=== three_to_eight_decoder ===
**three_to_eight_decoder: wiring by layer**

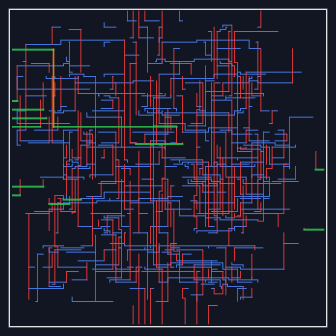

--- config.mk ---
export PLATFORM = sky130hd
export DESIGN_NAME = three_to_eight_decoder
export DESIGN_NICKNAME = d
export VERILOG_FILES = /design/src/rtl/decoder_pkg.sv /design/src/rtl/onehot3to8.sv /design/src/rtl/three_to_eight_decoder.sv
export SDC_FILE = /design/constraint.sdc
export NUM_CORES = 1
export LEC_CHECK = 0
export CAP_MARGIN = 10
export CORE_MARGIN = 1
export CORE_UTILIZATION = 54
export DETAILED_ROUTE_END_ITERATION = 12
export PLACE_DENSITY = 0.85
export SLEW_MARGIN = 20
export SYNTH_ARGS = -nofsm -noshare
export SYNTH_HDL_FRONTEND = slang
export SYNTH_SLANG_ARGS = --single-unit
--- constraint.sdc ---
create_clock -name clk -period 3.7 [get_ports clk]
set_input_delay 1.11 -clock clk [delete_from_list [all_inputs] [get_ports clk]]
set_output_delay 1.11 -clock clk [all_outputs]
set_load 0.02 [all_outputs]
--- src/rtl/decoder_pkg.sv ---
// Shared definitions for the 3-to-8 decoder: FSM state encoding and bus widths.
package decoder_pkg;

    localparam int CODE_W  = 3;
    localparam int OUT_W   = 8;
    localparam int COUNT_W = 8;

    typedef enum logic {
        IDLE = 1'b0,
        HOLD = 1'b1
    } state_e;

endpackage

--- src/rtl/onehot3to8.sv ---
// Purely combinational binary-to-one-hot mapping; exactly one output bit is set.
module onehot3to8
    import decoder_pkg::*;
(
    input  logic [CODE_W-1:0] code_i,
    output logic [OUT_W-1:0]  onehot_o
);

    for (genvar gi = 0; gi < OUT_W; gi++) begin : g_bit
        assign onehot_o[gi] = (code_i == CODE_W'(gi));
    end

endmodule

--- src/rtl/three_to_eight_decoder.sv ---
// Handshaked 3-to-8 decoder: an accepted code is shown one-hot for HOLD_CYCLES
// cycles; a new code may be taken on the last hold cycle for gapless output.
module three_to_eight_decoder
    import decoder_pkg::*;
#(
    parameter int HOLD_CYCLES = 4
) (
    input  logic               clk,
    input  logic               rst,
    input  logic [CODE_W-1:0]  three_input,
    input  logic               V_in,
    output logic               in_ready,
    output logic [OUT_W-1:0]   eight_output,
    output logic               V,
    output logic [COUNT_W-1:0] event_count
);

    localparam logic [7:0] HOLD_RELOAD = 8'(HOLD_CYCLES - 1);

    state_e             state_q, state_d;
    logic [7:0]         hold_cnt_q, hold_cnt_d;
    logic [CODE_W-1:0]  code_q, code_d;
    logic [COUNT_W-1:0] count_q, count_d;
    logic [OUT_W-1:0]   out_q;
    logic               v_q;
    logic [OUT_W-1:0]   onehot_d;
    logic               accept;

    always_comb begin
        state_d    = state_q;
        hold_cnt_d = hold_cnt_q;
        code_d     = code_q;
        count_d    = count_q;
        in_ready   = (state_q == IDLE) || (hold_cnt_q == 8'd0);
        accept     = V_in && in_ready;

        case (state_q)
            IDLE: begin
                if (accept) begin
                    state_d    = HOLD;
                    code_d     = three_input;
                    hold_cnt_d = HOLD_RELOAD;
                end
            end
            HOLD: begin
                if (hold_cnt_q != 8'd0) begin
                    hold_cnt_d = hold_cnt_q - 8'd1;
                end else if (accept) begin
                    code_d     = three_input;
                    hold_cnt_d = HOLD_RELOAD;
                end else begin
                    state_d = IDLE;
                end
            end
            default: state_d = IDLE;
        endcase

        if (accept) begin
            count_d = count_q + 8'd1;
        end
    end

    // Decode the next-state code so the output register lines up with the
    // state register, giving one cycle from acceptance to visible output.
    onehot3to8 u_onehot (
        .code_i   (code_d),
        .onehot_o (onehot_d)
    );

    always_ff @(posedge clk) begin
        if (rst) begin
            state_q    <= IDLE;
            hold_cnt_q <= 8'd0;
            code_q     <= '0;
            count_q    <= '0;
            out_q      <= '0;
            v_q        <= 1'b0;
        end else begin
            state_q    <= state_d;
            hold_cnt_q <= hold_cnt_d;
            code_q     <= code_d;
            count_q    <= count_d;
            out_q      <= (state_d == HOLD) ? onehot_d : '0;
            v_q        <= (state_d == HOLD);
        end
    end

    assign eight_output = out_q;
    assign V            = v_q;
    assign event_count  = count_q;

endmodule

=== tiny_mem_unit_flat ===
==> src/rtl/tiny_mem_unit_if.sv <==
`default_nettype none
// ============================================================================
//  Module      : tiny_mem_unit_if
//  Description : Variable-latency memory bus between tiny_mem_unit and memory.
//  Revision    : 1.0 - initial release
// ============================================================================
interface tiny_mem_unit_if #(
    parameter int WIDTH  = 8,
    parameter int AWIDTH = 8
);
    logic [AWIDTH-1:0] mem_address;
    logic [WIDTH-1:0]  mem_wdata;
    logic              mem_read;
    logic              mem_write;
    logic              mem_resp;
    logic [WIDTH-1:0]  mem_rdata;

    modport master (
        output mem_address,
        output mem_wdata,
        output mem_read,
        output mem_write,
        input  mem_resp,
        input  mem_rdata
    );

    modport slave (
        input  mem_address,
        input  mem_wdata,
        input  mem_read,
        input  mem_write,
        output mem_resp,
        output mem_rdata
    );
endinterface
`default_nettype wire

==> src/rtl/tiny_mem_unit.sv <==
`default_nettype none
// ============================================================================
//  Module      : tiny_mem_unit
//  Description : Handshaked MAR/MDR access engine with timeout for the tiny core.
//  Revision    : 1.0 - initial release
// ============================================================================
module tiny_mem_unit #(
    parameter int WIDTH   = 8,
    parameter int AWIDTH  = 8,
    parameter int TIMEOUT = 15
) (
    input  wire logic             clk,
    input  wire logic             rst,
    input  wire logic             start_read,
    input  wire logic             start_write,
    input  wire logic [1:0]       marmux_sel,
    input  wire logic [WIDTH-1:0] rd_val,
    input  wire logic [WIDTH-1:0] rs_val,
    input  wire logic [WIDTH-1:0] pc_val,
    input  wire logic [WIDTH-1:0] imm_addr,
    input  wire logic [WIDTH-1:0] acc_val,
    output logic                  busy,
    output logic                  done,
    output logic                  err,
    output logic [WIDTH-1:0]      rdata,
    tiny_mem_unit_if.master       mem
);

    localparam int c_CNT_W = (TIMEOUT > 0) ? $clog2(TIMEOUT + 1) : 1;

    localparam logic [1:0] c_ST_IDLE   = 2'd0;
    localparam logic [1:0] c_ST_ACCESS = 2'd1;
    localparam logic [1:0] c_ST_DONE   = 2'd2;

    logic [1:0]         r_state;
    logic [AWIDTH-1:0]  r_mar;
    logic [WIDTH-1:0]   r_mdr;
    logic [c_CNT_W-1:0] r_cnt;
    logic               r_is_write;
    logic               r_err;

    logic [WIDTH-1:0]   w_src;
    logic [AWIDTH-1:0]  w_addr;
    logic               w_timeout;

    always_comb begin
        w_src = rd_val;
        case (marmux_sel)
            2'd0:    w_src = rd_val;
            2'd1:    w_src = rs_val;
            2'd2:    w_src = pc_val;
            default: w_src = imm_addr;
        endcase
    end

    // Narrow address buses keep the low bits; wide ones zero-extend.
    if (AWIDTH < WIDTH) begin : g_addr_trunc
        logic w_unused_hi;
        assign w_addr      = w_src[AWIDTH-1:0];
        assign w_unused_hi = ^w_src[WIDTH-1:AWIDTH];
    end else if (AWIDTH == WIDTH) begin : g_addr_same
        assign w_addr = w_src;
    end else begin : g_addr_zext
        assign w_addr = {{(AWIDTH - WIDTH){1'b0}}, w_src};
    end

    if (TIMEOUT > 0) begin : g_timeout
        localparam logic [c_CNT_W-1:0] c_CNT_LAST = c_CNT_W'(TIMEOUT - 1);
        assign w_timeout = (r_cnt == c_CNT_LAST);
    end else begin : g_no_timeout
        assign w_timeout = 1'b0;
    end

    always_ff @(posedge clk) begin
        if (rst) begin
            r_state    <= c_ST_IDLE;
            r_mar      <= '0;
            r_mdr      <= '0;
            r_cnt      <= '0;
            r_is_write <= 1'b0;
            r_err      <= 1'b0;
        end else begin
            r_err <= 1'b0;
            case (r_state)
                c_ST_IDLE: begin
                    if (start_read && start_write) begin
                        r_err <= 1'b1;
                    end else if (start_write) begin
                        r_mar      <= w_addr;
                        r_mdr      <= acc_val;
                        r_is_write <= 1'b1;
                        r_state    <= c_ST_ACCESS;
                    end else if (start_read) begin
                        r_mar      <= w_addr;
                        r_is_write <= 1'b0;
                        r_state    <= c_ST_ACCESS;
                    end
                end
                c_ST_ACCESS: begin
                    r_cnt <= r_cnt + 1'b1;
                    // A response on the final allowed cycle still wins over the abort.
                    if (mem.mem_resp) begin
                        if (!r_is_write) begin
                            r_mdr <= mem.mem_rdata;
                        end
                        r_state <= c_ST_DONE;
                    end else if (w_timeout) begin
                        r_err   <= 1'b1;
                        r_state <= c_ST_DONE;
                    end
                end
                c_ST_DONE: begin
                    r_cnt   <= '0;
                    r_state <= c_ST_IDLE;
                end
                default: begin
                    r_state <= c_ST_IDLE;
                end
            endcase
        end
    end

    assign busy            = (r_state != c_ST_IDLE);
    assign done            = (r_state == c_ST_DONE);
    assign err             = r_err;
    assign rdata           = r_mdr;
    assign mem.mem_address = r_mar;
    assign mem.mem_wdata   = r_mdr;
    assign mem.mem_read    = (r_state == c_ST_ACCESS) && !r_is_write;
    assign mem.mem_write   = (r_state == c_ST_ACCESS) &&  r_is_write;

endmodule
`default_nettype wire

==> src/flat_wrapper.sv <==
// flat-port wrapper written by rule: the top's interface ports become plain ports
module tiny_mem_unit_flat 
#(
    parameter int WIDTH   = 8,
    parameter int AWIDTH  = 8,
    parameter int TIMEOUT = 15
)
  (clk, rst, start_read, start_write, marmux_sel, rd_val, rs_val, pc_val, imm_addr, acc_val, busy, done, err, rdata, mem_mem_address, mem_mem_wdata, mem_mem_read, mem_mem_write, mem_mem_resp, mem_mem_rdata);
  tiny_mem_unit_if #(.WIDTH(WIDTH), .AWIDTH(AWIDTH)) mem_i ();
  input  wire logic clk;
  input  wire logic rst;
  input  wire logic start_read;
  input  wire logic start_write;
  input  wire logic [1:0] marmux_sel;
  input  wire logic [WIDTH-1:0] rd_val;
  input  wire logic [WIDTH-1:0] rs_val;
  input  wire logic [WIDTH-1:0] pc_val;
  input  wire logic [WIDTH-1:0] imm_addr;
  input  wire logic [WIDTH-1:0] acc_val;
  output logic busy;
  output logic done;
  output logic err;
  output logic [WIDTH-1:0] rdata;
  output wire logic [$bits(mem_i.mem_address)-1:0] mem_mem_address;
  output wire logic [$bits(mem_i.mem_wdata)-1:0] mem_mem_wdata;
  output wire logic [$bits(mem_i.mem_read)-1:0] mem_mem_read;
  output wire logic [$bits(mem_i.mem_write)-1:0] mem_mem_write;
  input wire logic [$bits(mem_i.mem_resp)-1:0] mem_mem_resp;
  input wire logic [$bits(mem_i.mem_rdata)-1:0] mem_mem_rdata;
  assign mem_mem_address = mem_i.mem_address;
  assign mem_mem_wdata = mem_i.mem_wdata;
  assign mem_mem_read = mem_i.mem_read;
  assign mem_mem_write = mem_i.mem_write;
  assign mem_i.mem_resp = mem_mem_resp;
  assign mem_i.mem_rdata = mem_mem_rdata;
  tiny_mem_unit #(.WIDTH(WIDTH), .AWIDTH(AWIDTH), .TIMEOUT(TIMEOUT)) u_core (.clk(clk), .rst(rst), .start_read(start_read), .start_write(start_write), .marmux_sel(marmux_sel), .rd_val(rd_val), .rs_val(rs_val), .pc_val(pc_val), .imm_addr(imm_addr), .acc_val(acc_val), .busy(busy), .done(done), .err(err), .rdata(rdata), .mem(mem_i));
endmodule
==> config.mk <==
export PLATFORM = sky130hd
export DESIGN_NAME = tiny_mem_unit_flat
export DESIGN_NICKNAME = d
export VERILOG_FILES = /design/src/rtl/tiny_mem_unit_if.sv /design/src/rtl/tiny_mem_unit.sv /design/src/flat_wrapper.sv
export SDC_FILE = /design/constraint.sdc
export NUM_CORES = 1
export LEC_CHECK = 0
export CORE_UTILIZATION = 45
export DETAILED_ROUTE_END_ITERATION = 12
export DONT_BUFFER_PORTS = 1
export SLEW_MARGIN = 20
export SYNTH_ARGS = -nofsm -noshare
export SYNTH_HDL_FRONTEND = slang
export SYNTH_SLANG_ARGS = --single-unit
==> constraint.sdc <==
create_clock -name clk -period 1.4 [get_ports clk]
set_clock_uncertainty 0.1 [all_clocks]
set_input_delay 0.14 -clock clk [delete_from_list [all_inputs] [get_ports clk]]
set_output_delay 0.14 -clock clk [all_outputs]
set_load 0.02 [all_outputs]
=== rr_arbiter ===
$ cat src/rtl/rr_arbiter.sv
// Registered N-way arbiter: round-robin (Mode 0) or fixed priority (Mode 1), grant held until the owner drops its request.
// Latency: request sampled at edge n, grant/select visible after edge n; the owner's release re-arbitrates in that same edge.
// Backpressure: waiting requesters stay pending behind the owner; optional ARB_TIMEOUT_EN preempts an owner after MaxHold cycles.
module rr_arbiter #(
    parameter  int NumRequests = 4,
    parameter  int Mode        = 0,
    parameter  int MaxHold     = 8,
    localparam int SelW        = $clog2(NumRequests)
) (
    input  logic                   clk,
    input  logic                   rst_n,
    input  logic [NumRequests-1:0] request,
    output logic [NumRequests-1:0] grant,
    output logic                   grant_valid,
    output logic [SelW-1:0]        select,
    output logic                   preempt
);

    localparam logic [0:0]    StIdle  = 1'b0;
    localparam logic [0:0]    StBusy  = 1'b1;
    localparam logic [SelW:0] NumReqW = (SelW+1)'(NumRequests);
    localparam logic [SelW-1:0] LastIdx = SelW'(NumRequests-1);

    if (NumRequests < 2) begin : g_chk_num_requests
        $error("rr_arbiter: NumRequests must be >= 2");
    end
    if (MaxHold < 2) begin : g_chk_max_hold
        $error("rr_arbiter: MaxHold must be >= 2");
    end

    logic [0:0]             state;
    logic [SelW-1:0]        ptr;
    logic                   owner_held;
    logic                   tmo_hit;
    logic                   rearb;
    logic [NumRequests-1:0] arb_req;
    logic                   win_found;
    logic [SelW-1:0]        win_idx;
    logic [SelW-1:0]        scan;
    logic [SelW:0]          sum;
    logic [NumRequests-1:0] win_oh;

    assign owner_held = (state == StBusy) && |(request & grant);
    assign rearb      = !owner_held || tmo_hit;
    // On a timeout the owner is masked so a waiting requester must win.
    assign arb_req    = tmo_hit ? (request & ~grant) : request;

    always_comb begin
        win_found = 1'b0;
        win_idx   = '0;
        scan      = '0;
        sum       = '0;
        for (int i = 0; i < NumRequests; i++) begin
            if (Mode == 1) begin
                scan = SelW'(i);
            end else begin
                sum = {1'b0, ptr} + (SelW+1)'(i);
                if (sum >= NumReqW) begin
                    sum = sum - NumReqW;
                end
                scan = sum[SelW-1:0];
            end
            if (!win_found && arb_req[scan]) begin
                win_found = 1'b1;
                win_idx   = scan;
            end
        end
    end

    always_comb begin
        win_oh          = '0;
        win_oh[win_idx] = 1'b1;
    end

    always_ff @(posedge clk or negedge rst_n) begin
        if (!rst_n) begin
            state       <= StIdle;
            grant       <= '0;
            grant_valid <= 1'b0;
            select      <= '0;
            ptr         <= '0;
        end else if (rearb) begin
            if (win_found) begin
                state       <= StBusy;
                grant       <= win_oh;
                grant_valid <= 1'b1;
                select      <= win_idx;
                ptr         <= (win_idx == LastIdx) ? '0 : win_idx + SelW'(1);
            end else begin
                state       <= StIdle;
                grant       <= '0;
                grant_valid <= 1'b0;
                select      <= '0;
            end
        end
    end

`ifdef ARB_TIMEOUT_EN
    localparam int              CntW   = $clog2(MaxHold) + 1;
    localparam logic [CntW-1:0] CntMax = CntW'(MaxHold - 1);

    logic [CntW-1:0] hold_cnt;
    logic            preempt_q;

    assign tmo_hit = owner_held && (hold_cnt == CntMax) && |(request & ~grant);
    assign preempt = preempt_q;

    // Saturates at MaxHold-1 so a lone owner keeps the resource but is preempted the moment anyone else asks.
    always_ff @(posedge clk or negedge rst_n) begin
        if (!rst_n) begin
            hold_cnt  <= '0;
            preempt_q <= 1'b0;
        end else if (rearb) begin
            hold_cnt  <= '0;
            preempt_q <= tmo_hit;
        end else begin
            preempt_q <= 1'b0;
            if (hold_cnt != CntMax) begin
                hold_cnt <= hold_cnt + CntW'(1);
            end
        end
    end
`else
    assign tmo_hit = 1'b0;
    assign preempt = 1'b0;
`endif

endmodule

$ cat config.mk
export PLATFORM = sky130hd
export DESIGN_NAME = rr_arbiter
export DESIGN_NICKNAME = d
export VERILOG_FILES = /design/src/rtl/rr_arbiter.sv
export SDC_FILE = /design/constraint.sdc
export NUM_CORES = 1
export LEC_CHECK = 0
export ABC_AREA = 1
export CORE_MARGIN = 5
export CORE_UTILIZATION = 45
export CTS_CLUSTER_DIAMETER = 100
export DETAILED_ROUTE_END_ITERATION = 10
export PLACE_DENSITY_LB_ADDON = 0.15
export SKIP_LAST_GASP = 1
export SLEW_MARGIN = 20
export SYNTH_ARGS = -nofsm -noshare
export SYNTH_HDL_FRONTEND = slang
export SYNTH_SLANG_ARGS = --single-unit
$ cat constraint.sdc
create_clock -name clk -period 2.4 [get_ports clk]
set_clock_uncertainty 0.2 [all_clocks]
set_input_delay 0.36 -clock clk [delete_from_list [all_inputs] [get_ports clk]]
set_output_delay 0.36 -clock clk [all_outputs]
set_load 0.02 [all_outputs]
=== avalon_addr_decoder ===
==> config.mk <==
export PLATFORM = sky130hd
export DESIGN_NAME = avalon_addr_decoder
export DESIGN_NICKNAME = d
export VERILOG_FILES = /design/src/rtl/avdec_pkg.sv /design/src/rtl/avdec_err_slave.sv /design/src/rtl/avalon_addr_decoder.sv
export SDC_FILE = /design/constraint.sdc
export NUM_CORES = 1
export LEC_CHECK = 0
export CAP_MARGIN = 20
export CORE_AREA = 4 4 126 128
export DETAILED_ROUTE_END_ITERATION = 10
export DIE_AREA = 0 0 130 132
export HOLD_SLACK_MARGIN = 0.06
export PLACE_DENSITY = 0.65
export SETUP_SLACK_MARGIN = 0.02
export SLEW_MARGIN = 20
export SYNTH_ARGS = -nofsm -noshare
export SYNTH_HDL_FRONTEND = slang
export SYNTH_HIERARCHICAL = 1
export SYNTH_SLANG_ARGS = --single-unit
==> constraint.sdc <==
create_clock -name clk_i -period 6.2 [get_ports clk_i]
set_input_delay 0.62 -clock clk_i [delete_from_list [all_inputs] [get_ports clk_i]]
set_output_delay 0.62 -clock clk_i [all_outputs]
set_load 0.005 [all_outputs]
==> src/rtl/avdec_pkg.sv <==
// Shared types and constants for the Avalon-MM address decoder.
// Target and FSM encodings, response codes, DECODEERROR read data pattern.
`timescale 1ns/1ps
package avdec_pkg;

  typedef enum logic [1:0] {
    TGT_S0  = 2'd0,
    TGT_S1  = 2'd1,
    TGT_ERR = 2'd2
  } tgt_e;

  typedef enum logic {
    IDLE   = 1'b0,
    WBURST = 1'b1
  } state_e;

  localparam logic [1:0]  RSP_OKAY   = 2'b00;
  localparam logic [1:0]  RSP_SLVERR = 2'b10;
  localparam logic [1:0]  RSP_DECERR = 2'b11;
  localparam logic [31:0] ERR_RDATA  = 32'hDEAD_BEEF;

endpackage

==> src/rtl/avdec_err_slave.sv <==
// DECODEERROR responder for unmapped accesses; read beats start one cycle after accept,
// write response one cycle after the last beat; busy stalls new commands until drained.
`timescale 1ns/1ps
module avdec_err_slave
  import avdec_pkg::*;
(
  input  logic        clk_i,
  input  logic        rst_ni,
  input  logic        rd_acc,
  input  logic        wr_last_acc,
  input  logic [4:0]  burstcount,
  output logic        busy,
  output logic        readdatavalid,
  output logic        writeresponsevalid,
  output logic [31:0] readdata,
  output logic [1:0]  response
);

  logic [4:0] rd_cnt;
  logic       wrsp;

  always_ff @(posedge clk_i) begin
    if (!rst_ni) begin
      rd_cnt <= '0;
      wrsp   <= 1'b0;
    end else begin
      if (rd_acc) rd_cnt <= burstcount;
      else if (rd_cnt != '0) rd_cnt <= rd_cnt - 5'd1;
      wrsp <= wr_last_acc;
    end
  end

  assign busy               = (rd_cnt != '0) | wrsp;
  assign readdatavalid      = (rd_cnt != '0);
  assign writeresponsevalid = wrsp;
  assign readdata           = ERR_RDATA;
  assign response           = RSP_DECERR;

endmodule

==> src/rtl/avalon_addr_decoder.sv <==
// One-master/two-slave Avalon-MM decoder, zero-latency command and response paths; stalls on
// target change with responses outstanding, pend overflow, or reads during a write burst. AVDEC_ERR_SLAVE_EN adds a DECODEERROR responder.
`timescale 1ns/1ps
module avalon_addr_decoder
  import avdec_pkg::*;
#(
  parameter logic [31:0] S0_BASE  = 32'h0000_0000,
  parameter logic [31:0] S0_SIZE  = 32'h0000_4000,
  parameter logic [31:0] S1_BASE  = 32'hFFFE_0000,
  parameter logic [31:0] S1_SIZE  = 32'h0000_4000,
  parameter int          MAX_PEND = 32
) (
  input  logic        clk_i,
  input  logic        rst_ni,
  input  logic [31:0] m_address,
  input  logic        m_read,
  input  logic        m_write,
  input  logic [4:0]  m_burstcount,
  input  logic [31:0] m_writedata,
  input  logic [3:0]  m_byteenable,
  output logic        m_waitrequest,
  output logic [31:0] m_readdata,
  output logic        m_readdatavalid,
  output logic        m_writeresponsevalid,
  output logic [1:0]  m_response,
  output logic [29:0] s0_address,
  output logic        s0_read,
  output logic        s0_write,
  output logic [4:0]  s0_burstcount,
  output logic [31:0] s0_writedata,
  output logic [3:0]  s0_byteenable,
  input  logic        s0_waitrequest,
  input  logic        s0_readdatavalid,
  input  logic        s0_writeresponsevalid,
  input  logic [31:0] s0_readdata,
  input  logic [1:0]  s0_response,
  output logic [29:0] s1_address,
  output logic        s1_read,
  output logic        s1_write,
  output logic [4:0]  s1_burstcount,
  output logic [31:0] s1_writedata,
  output logic [3:0]  s1_byteenable,
  input  logic        s1_waitrequest,
  input  logic        s1_readdatavalid,
  input  logic        s1_writeresponsevalid,
  input  logic [31:0] s1_readdata,
  input  logic [1:0]  s1_response
);

  localparam int PW = $clog2(MAX_PEND) + 1;

  state_e        state;
  tgt_e          rsp_tgt, wtgt, dec_tgt, cmd_tgt;
  logic [4:0]    wbeats;
  logic [PW-1:0] pend, pend_add, pend_dec, pend_nxt;
  logic [7:0]    stray_cnt;

  logic        hit0, hit1, m_cmd, stall, fwd, accept, wr_last, tgt_wait;
  logic [31:0] cost, pend_sum;
  logic        err_busy, err_rdv, err_wrv;
  logic [31:0] err_rdata;
  logic [1:0]  err_resp;
  logic        rdv_mux, wrv_mux;
  logic [31:0] rdata_mux;
  logic [1:0]  resp_mux;
  logic        stray0, stray1;
  logic [1:0]  stray_inc;
  logic [8:0]  stray_sum;

  assign hit0 = (m_address & ~(S0_SIZE - 32'd1)) == S0_BASE;
  assign hit1 = (m_address & ~(S1_SIZE - 32'd1)) == S1_BASE;

`ifdef AVDEC_ERR_SLAVE_EN
  assign dec_tgt = hit0 ? TGT_S0 : (hit1 ? TGT_S1 : TGT_ERR);
`else
  assign dec_tgt = (hit0 || !hit1) ? TGT_S0 : TGT_S1;
`endif

  // Later beats of a write burst follow the first beat, whatever their address.
  assign cmd_tgt  = (state == WBURST) ? wtgt : dec_tgt;
  assign m_cmd    = m_read | m_write;
  assign cost     = m_read ? {27'd0, m_burstcount} : 32'd1;
  assign pend_sum = 32'(pend) + cost;
  assign stall    = ((cmd_tgt != rsp_tgt) && (pend != '0)) ||
                    (pend_sum > 32'(MAX_PEND)) ||
                    ((state == WBURST) && m_read);

  always_comb begin
    tgt_wait = 1'b0;
    case (cmd_tgt)
      TGT_S0:  tgt_wait = s0_waitrequest;
      TGT_S1:  tgt_wait = s1_waitrequest;
      default: tgt_wait = err_busy;
    endcase
  end

  assign fwd           = rst_ni & m_cmd & ~stall;
  assign m_waitrequest = ~rst_ni | stall | tgt_wait;
  assign accept        = m_cmd & ~m_waitrequest;
  assign wr_last       = m_write & ((state == IDLE) ? (m_burstcount <= 5'd1) : (wbeats == 5'd1));

  assign s0_read       = fwd & m_read  & (cmd_tgt == TGT_S0);
  assign s0_write      = fwd & m_write & (cmd_tgt == TGT_S0);
  assign s1_read       = fwd & m_read  & (cmd_tgt == TGT_S1);
  assign s1_write      = fwd & m_write & (cmd_tgt == TGT_S1);
  assign s0_address    = m_address[31:2];
  assign s1_address    = m_address[31:2];
  assign s0_burstcount = m_burstcount;
  assign s1_burstcount = m_burstcount;
  assign s0_writedata  = m_writedata;
  assign s1_writedata  = m_writedata;
  assign s0_byteenable = m_byteenable;
  assign s1_byteenable = m_byteenable;

`ifdef AVDEC_ERR_SLAVE_EN
  avdec_err_slave u_err (
    .clk_i              (clk_i),
    .rst_ni             (rst_ni),
    .rd_acc             (accept & m_read & (cmd_tgt == TGT_ERR)),
    .wr_last_acc        (accept & wr_last & (cmd_tgt == TGT_ERR)),
    .burstcount         (m_burstcount),
    .busy               (err_busy),
    .readdatavalid      (err_rdv),
    .writeresponsevalid (err_wrv),
    .readdata           (err_rdata),
    .response           (err_resp)
  );
`else
  assign err_busy  = 1'b0;
  assign err_rdv   = 1'b0;
  assign err_wrv   = 1'b0;
  assign err_rdata = ERR_RDATA;
  assign err_resp  = RSP_DECERR;
`endif

  always_comb begin
    rdv_mux   = 1'b0;
    wrv_mux   = 1'b0;
    rdata_mux = '0;
    resp_mux  = RSP_OKAY;
    case (rsp_tgt)
      TGT_S0: begin
        rdv_mux = s0_readdatavalid; wrv_mux = s0_writeresponsevalid;
        rdata_mux = s0_readdata; resp_mux = s0_response;
      end
      TGT_S1: begin
        rdv_mux = s1_readdatavalid; wrv_mux = s1_writeresponsevalid;
        rdata_mux = s1_readdata; resp_mux = s1_response;
      end
      default: begin
        rdv_mux = err_rdv; wrv_mux = err_wrv;
        rdata_mux = err_rdata; resp_mux = err_resp;
      end
    endcase
  end

  assign m_readdatavalid      = rst_ni & rdv_mux;
  assign m_writeresponsevalid = rst_ni & wrv_mux;
  assign m_readdata           = rdata_mux;
  assign m_response           = rst_ni ? resp_mux : RSP_OKAY;

  assign stray0    = (s0_readdatavalid | s0_writeresponsevalid) & (rsp_tgt != TGT_S0);
  assign stray1    = (s1_readdatavalid | s1_writeresponsevalid) & (rsp_tgt != TGT_S1);
  assign stray_inc = {1'b0, stray0} + {1'b0, stray1};
  assign stray_sum = {1'b0, stray_cnt} + {7'd0, stray_inc};

  always_comb begin
    pend_add = '0;
    if (accept && m_read)       pend_add = PW'(m_burstcount);
    else if (accept && wr_last) pend_add = PW'(1);
  end

  assign pend_dec = {{(PW-1){1'b0}}, m_readdatavalid} + {{(PW-1){1'b0}}, m_writeresponsevalid};
  assign pend_nxt = pend + pend_add - pend_dec;

  always_ff @(posedge clk_i) begin
    if (!rst_ni) begin
      state     <= IDLE;
      rsp_tgt   <= TGT_S0;
      wtgt      <= TGT_S0;
      wbeats    <= '0;
      pend      <= '0;
      stray_cnt <= '0;
    end else begin
      pend      <= pend_nxt;
      stray_cnt <= stray_sum[8] ? 8'hFF : stray_sum[7:0];
      if (accept && ((pend == '0) || (pend_nxt == '0))) rsp_tgt <= cmd_tgt;
      case (state)
        IDLE: begin
          if (accept && m_write) begin
            wtgt   <= cmd_tgt;
            wbeats <= (m_burstcount > 5'd1) ? (m_burstcount - 5'd1) : 5'd0;
            if (m_burstcount > 5'd1) state <= WBURST;
          end
        end
        WBURST: begin
          if (accept && m_write) begin
            wbeats <= wbeats - 5'd1;
            if (wbeats == 5'd1) state <= IDLE;
          end
        end
        default: state <= IDLE;
      endcase
    end
  end

endmodule

**three_to_eight_decoder: clock wires, drivers and flops**

Scale bar: 20 microns.
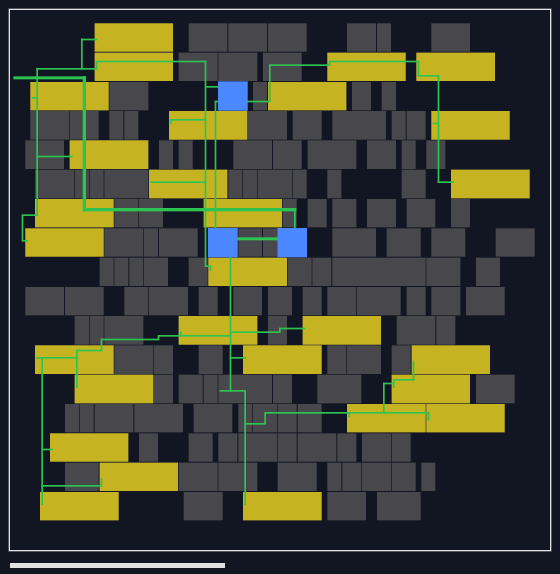
[blue] clock drivers | count: 3
[green] clock wires | length: 278 microns
[yellow] flip-flops | count: 28
flops lie: widely spread

About 'wiring by layer' of three_to_eight_decoder:
[green] metal 3 | wire length: 64.8 microns
[orange] metal 4 | wire length: 12.2 microns
[blue] metal 1 | wire length: 1,050 microns
[red] metal 2 | wire length: 1,180 microns

==> out/results.ini, three_to_eight_decoder <==
[status]
outcome=complete, no violations

[clock_tree]
clock_sinks=28

[final_timing]
min_period_ns=3.346
drv_slew=0

[routing]
top_layer=met4
routed_wl_microns=2314

[floorplan]
core-area_sq_mm=0.002191
io_pins=24

[hold_path]
hold_path_end=event_count[7]
min-delay-start=event_count[7]

[critical_path]
cpMostUsedCell=inv_1
startpoint=hold_cnt_q[0]
path_class=reg -> out

[cells_and_area]
stdcell_area_sq_mm=0.001553
fin_util_pct=70.87
fin_cells=190
nFillCells=165

[flow_run]
max-cap-violations=0
warning_count=26

[grt]
grt_use_total_pct=18.72

[synthesis]
ys_sh_adder_pct=1.998
syn_inst=137

[placement]
hpwl_microns=1736
post_dp_cell_area_sq_mm=0.001516

[power_and_ir_drop]
internal_power_uw=438.9

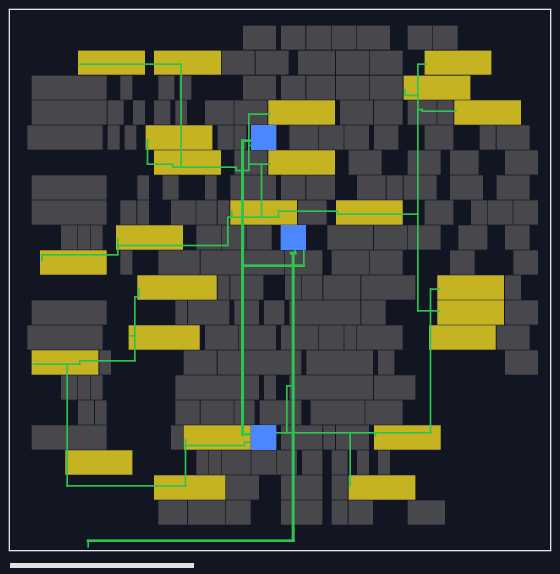
**Above:** tiny_mem_unit_flat (clock wires, drivers and flops).
Scale bar: 20 microns.
[blue] clock drivers | count: 3
[green] clock wires | length: 348 microns
[yellow] flip-flops | count: 24
routed clock nets: 4
flops lie: widely spread
clk ins delay skew pair: 0.34 ns
power in the clock group: 452 uW
clock share of power: 13.0%

**tiny_mem_unit_flat: wiring by layer**

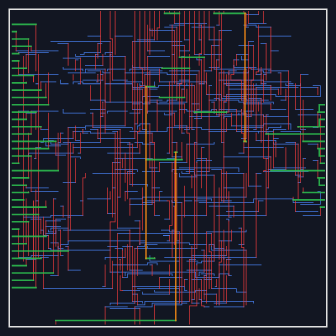
[green] metal 3 | wire length: 267 microns
[red] metal 2 | wire length: 1,900 microns
[blue] metal 1 | wire length: 1,410 microns
[orange] metal 4 | wire length: 87.0 microns

==> out/results.ini, tiny_mem_unit_flat <==
[final_timing]
tightest_slew_ns=0.8960
timing.final.ws_setup_ns=-0.1548
finalSetupViolCount=13

[cells_and_area]
fin_util_pct=65.98
clock_area_share_pct=2.360
fin_cells=231

[critical_path]
r2r_slack_ns=-0.13
cp_top_family=flip-flops
cp_max_fo=5
crit_path_end=mem_mem_read
cp.required_ns=1.16

[floorplan]
dieHeight_microns=58.77

[synthesis]
top_cell=dfxtp_1
ys.flops=24
ys_area_sq_mm=0.001450
postSynth.asyncResetShare_pct=0
syn_inst=149

[hold_path]
hp-class=in -> reg

[power_and_ir_drop]
ir_worst_vdd_mv=0.6295

[status]
outcome=finished with violations
violations=setup timing

[routing]
top_layer=met4
dr.pass1.iters=4

**rr_arbiter: gate-type map**

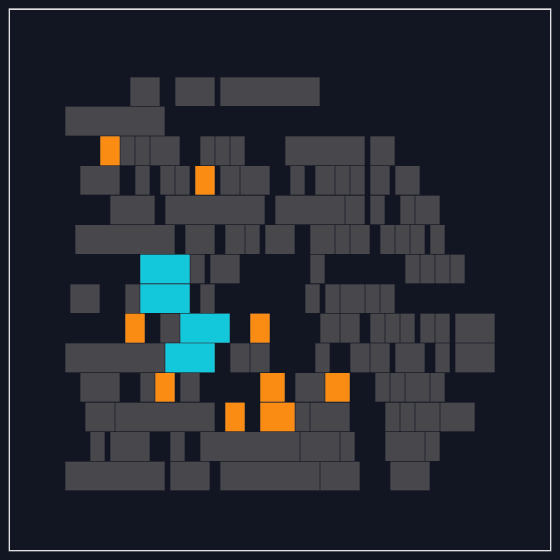
[cyan] fa/ha/maj cells | cells: 4 | most used: ha_1
[orange] aoi and oai cells | cells: 9 | most used: o21ai_0

==> out/results.ini, rr_arbiter <==
[status]
outcome=complete, no violations

[power_and_ir_drop]
ir_worst_vdd_mv=0.8063
internal_power_uw=736.1

[grt]
grt-busiest-layer=met2
met1_usage_pct=17.47
grt_pass1_vias=611
grt_pass1_wl_microns=2525

[routing]
wirelength_met1_microns=726

[floorplan]
dieHeight_microns=49.67
die_area_sq_mm=0.002467
io_pins=14
core-area_sq_mm=0.001506
tapCellCount=16

[cells_and_area]
drive_above_1_share_pct=17.80
synthToLayoutAreaGrowth_pct=26.68
largestRegisters=grant (4), ptr (2), select (2)
comb_share_pct=43.65
seq_area_share_pct=25.10
nFillCells=144
nonClkBufAreaFrac_pct=18.41
comb_area_sq_um=391.6
non_clock_inverter_count=17

[clock_tree]
cts_hold_buf=0
cts_made_buffers=3
clock_sinks=9

[critical_path]
r2r_slack_ns=0.23
end_kind=register
cp_slowest_cell=dfrtp_1
r2r_start=ptr[0]

[placement]
place_ws_ns=-0.01261

[synthesis]
top_cell=nand2_1
ys.flops=9
mux_area_share_pct=0
edf_count=0
synth_cell_types=22
synth_seq_share_pct=31.80

[final_timing]
drv_slew=0
tightest_slew_ns=0.5163
rsz0062_at_grt=false

[hold_path]
hp-class=in -> async

**avalon_addr_decoder: wiring by layer**

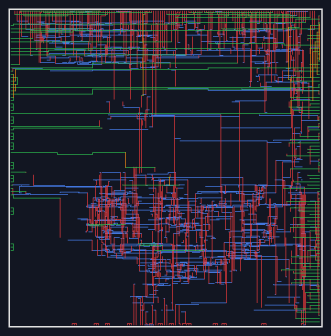
[green] metal 3 | wire length: 2,380 microns
[blue] metal 1 | wire length: 3,960 microns
[red] metal 2 | wire length: 5,140 microns
[orange] metal 4 | wire length: 178 microns
Tot GR Track Use: 12.65%
WL per Instance: 17.15 microns
Routed WL: 11,660 microns
routed via count: 2,876

**avalon_addr_decoder: gate-type map**

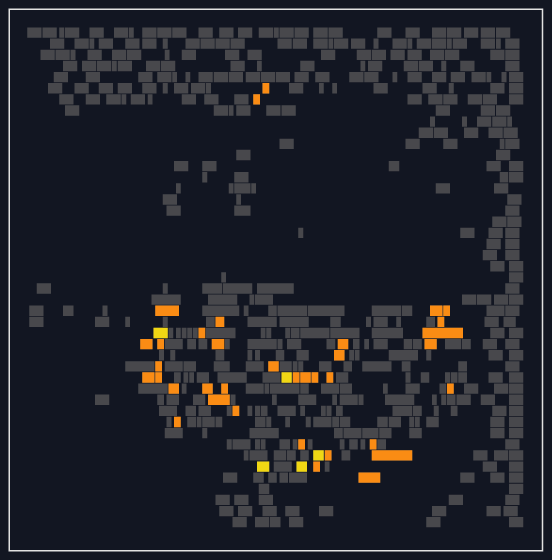
[yellow] non-inverting ao/oa cells | cells: 5 | most used: a21o_1 | where: south
[orange] aoi and oai cells | cells: 36 | most used: a21oi_1
final cell count without fillers: 680
combinational share of cell area: 40.06%
Top cell excl fill/tap: clkdlybuf4s50_1

==> out/results.ini, avalon_addr_decoder <==
[power_and_ir_drop]
clk-power_uw=138

[critical_path]
r2r_cells=16
cp_max_fo=8
cp_slowest_cell=or4b_2
cp.arrival_ns=5.77
reg2reg_to=rsp_tgt[0]

[floorplan]
tapCellCount=188
rows=45

[cells_and_area]
nFillCells=1583
nNetsFinal=666
largest-register=pend
largest_class=non-clock buffers
synthToLayoutAreaGrowth_pct=34.27

[synthesis]
synth_stat.cells=447
postSynth.asyncResetShare_pct=0
common_cells=buf_4, nand2_1, mux2i_1, inv_1, nor2_1
top_logic_kind=buffers and inverters
synth_seq_share_pct=9.517

[final_timing]
timing.final.ws_setup_ns=0.5481
whs_ns=0.4789

[clock_tree]
h-tree-depth=1
cts_made_buffers=3

[routing]
wl_met3_microns=2379
top_layer=met4

[hold_path]
hold-path-cell-count=2

[grt]
grt_max_degree=35
grt-busiest-layer=met2

[status]
outcome=complete, no violations

[flow_run]
warning_count=30


## Gallery

The clock network.
panel A
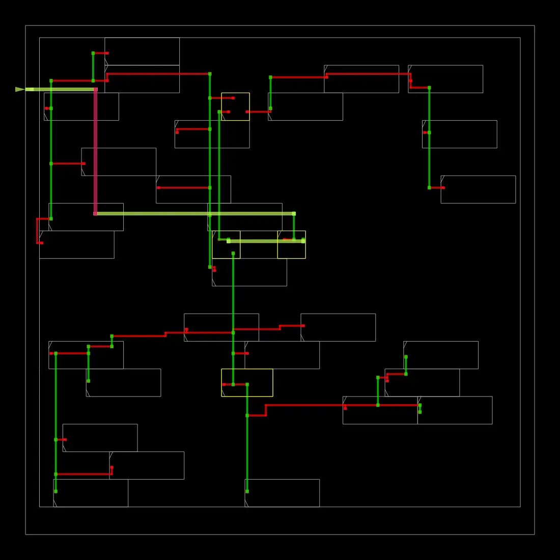
panel B
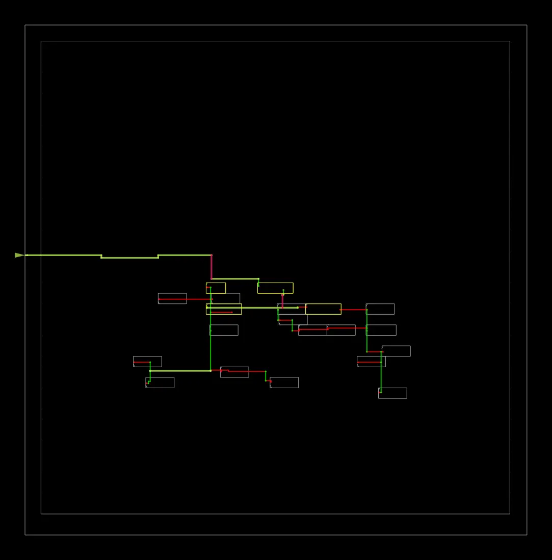
panel C
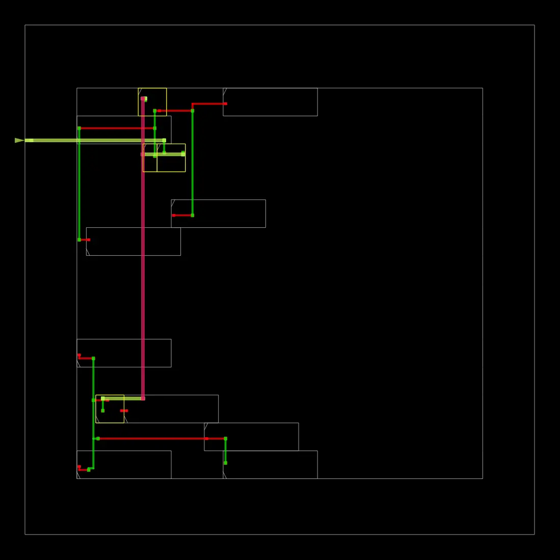
panel D
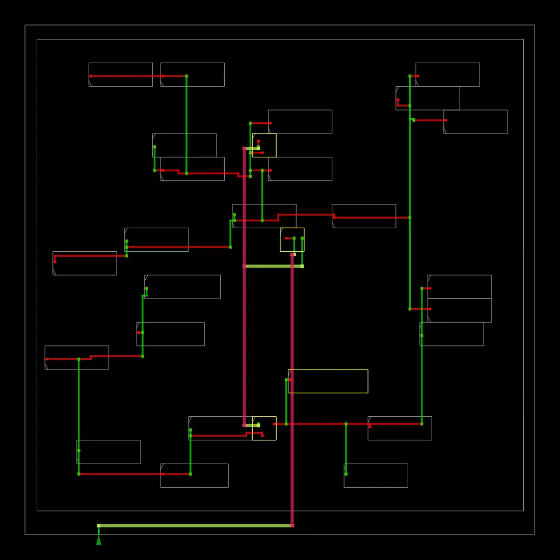
The one with the fewest sequential cells is panel C.
avalon_addr_decoder is panel B.
three_to_eight_decoder is panel A.
tiny_mem_unit_flat is panel D.
rr_arbiter is panel C.



==> screenshots <==
Wires at chosen ports, followed through buffers.
shot_01.png
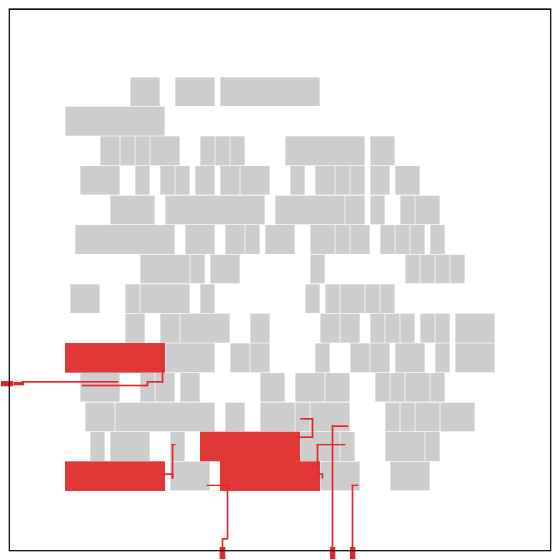
shot_02.png
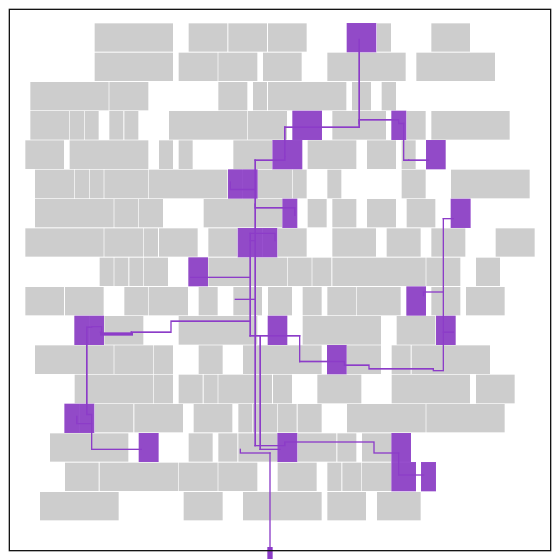
shot_03.png
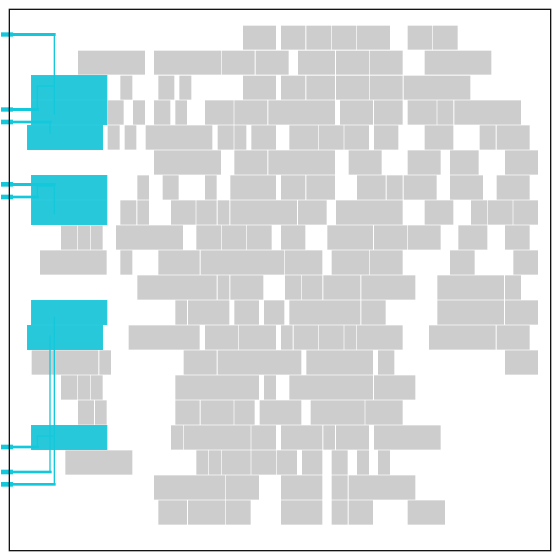
shot_04.png
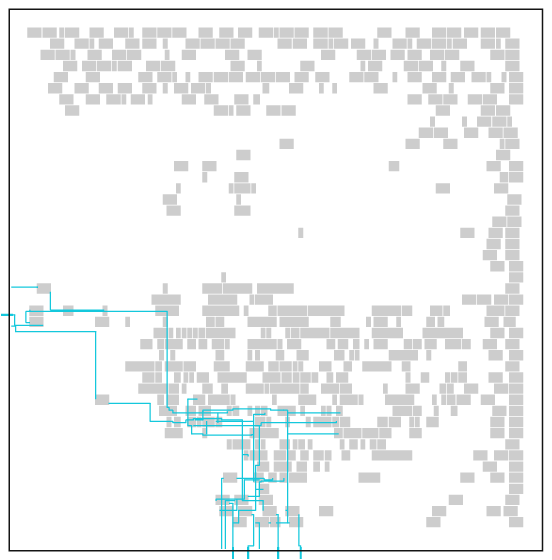
shot_01.png comes from rr_arbiter.
shot_02.png comes from three_to_eight_decoder.
shot_03.png comes from tiny_mem_unit_flat.
shot_04.png comes from avalon_addr_decoder.
Of these, most cells: shot_04.png
Of these, fewest cells: shot_01.png

Power and IR drop assume default switching activity.
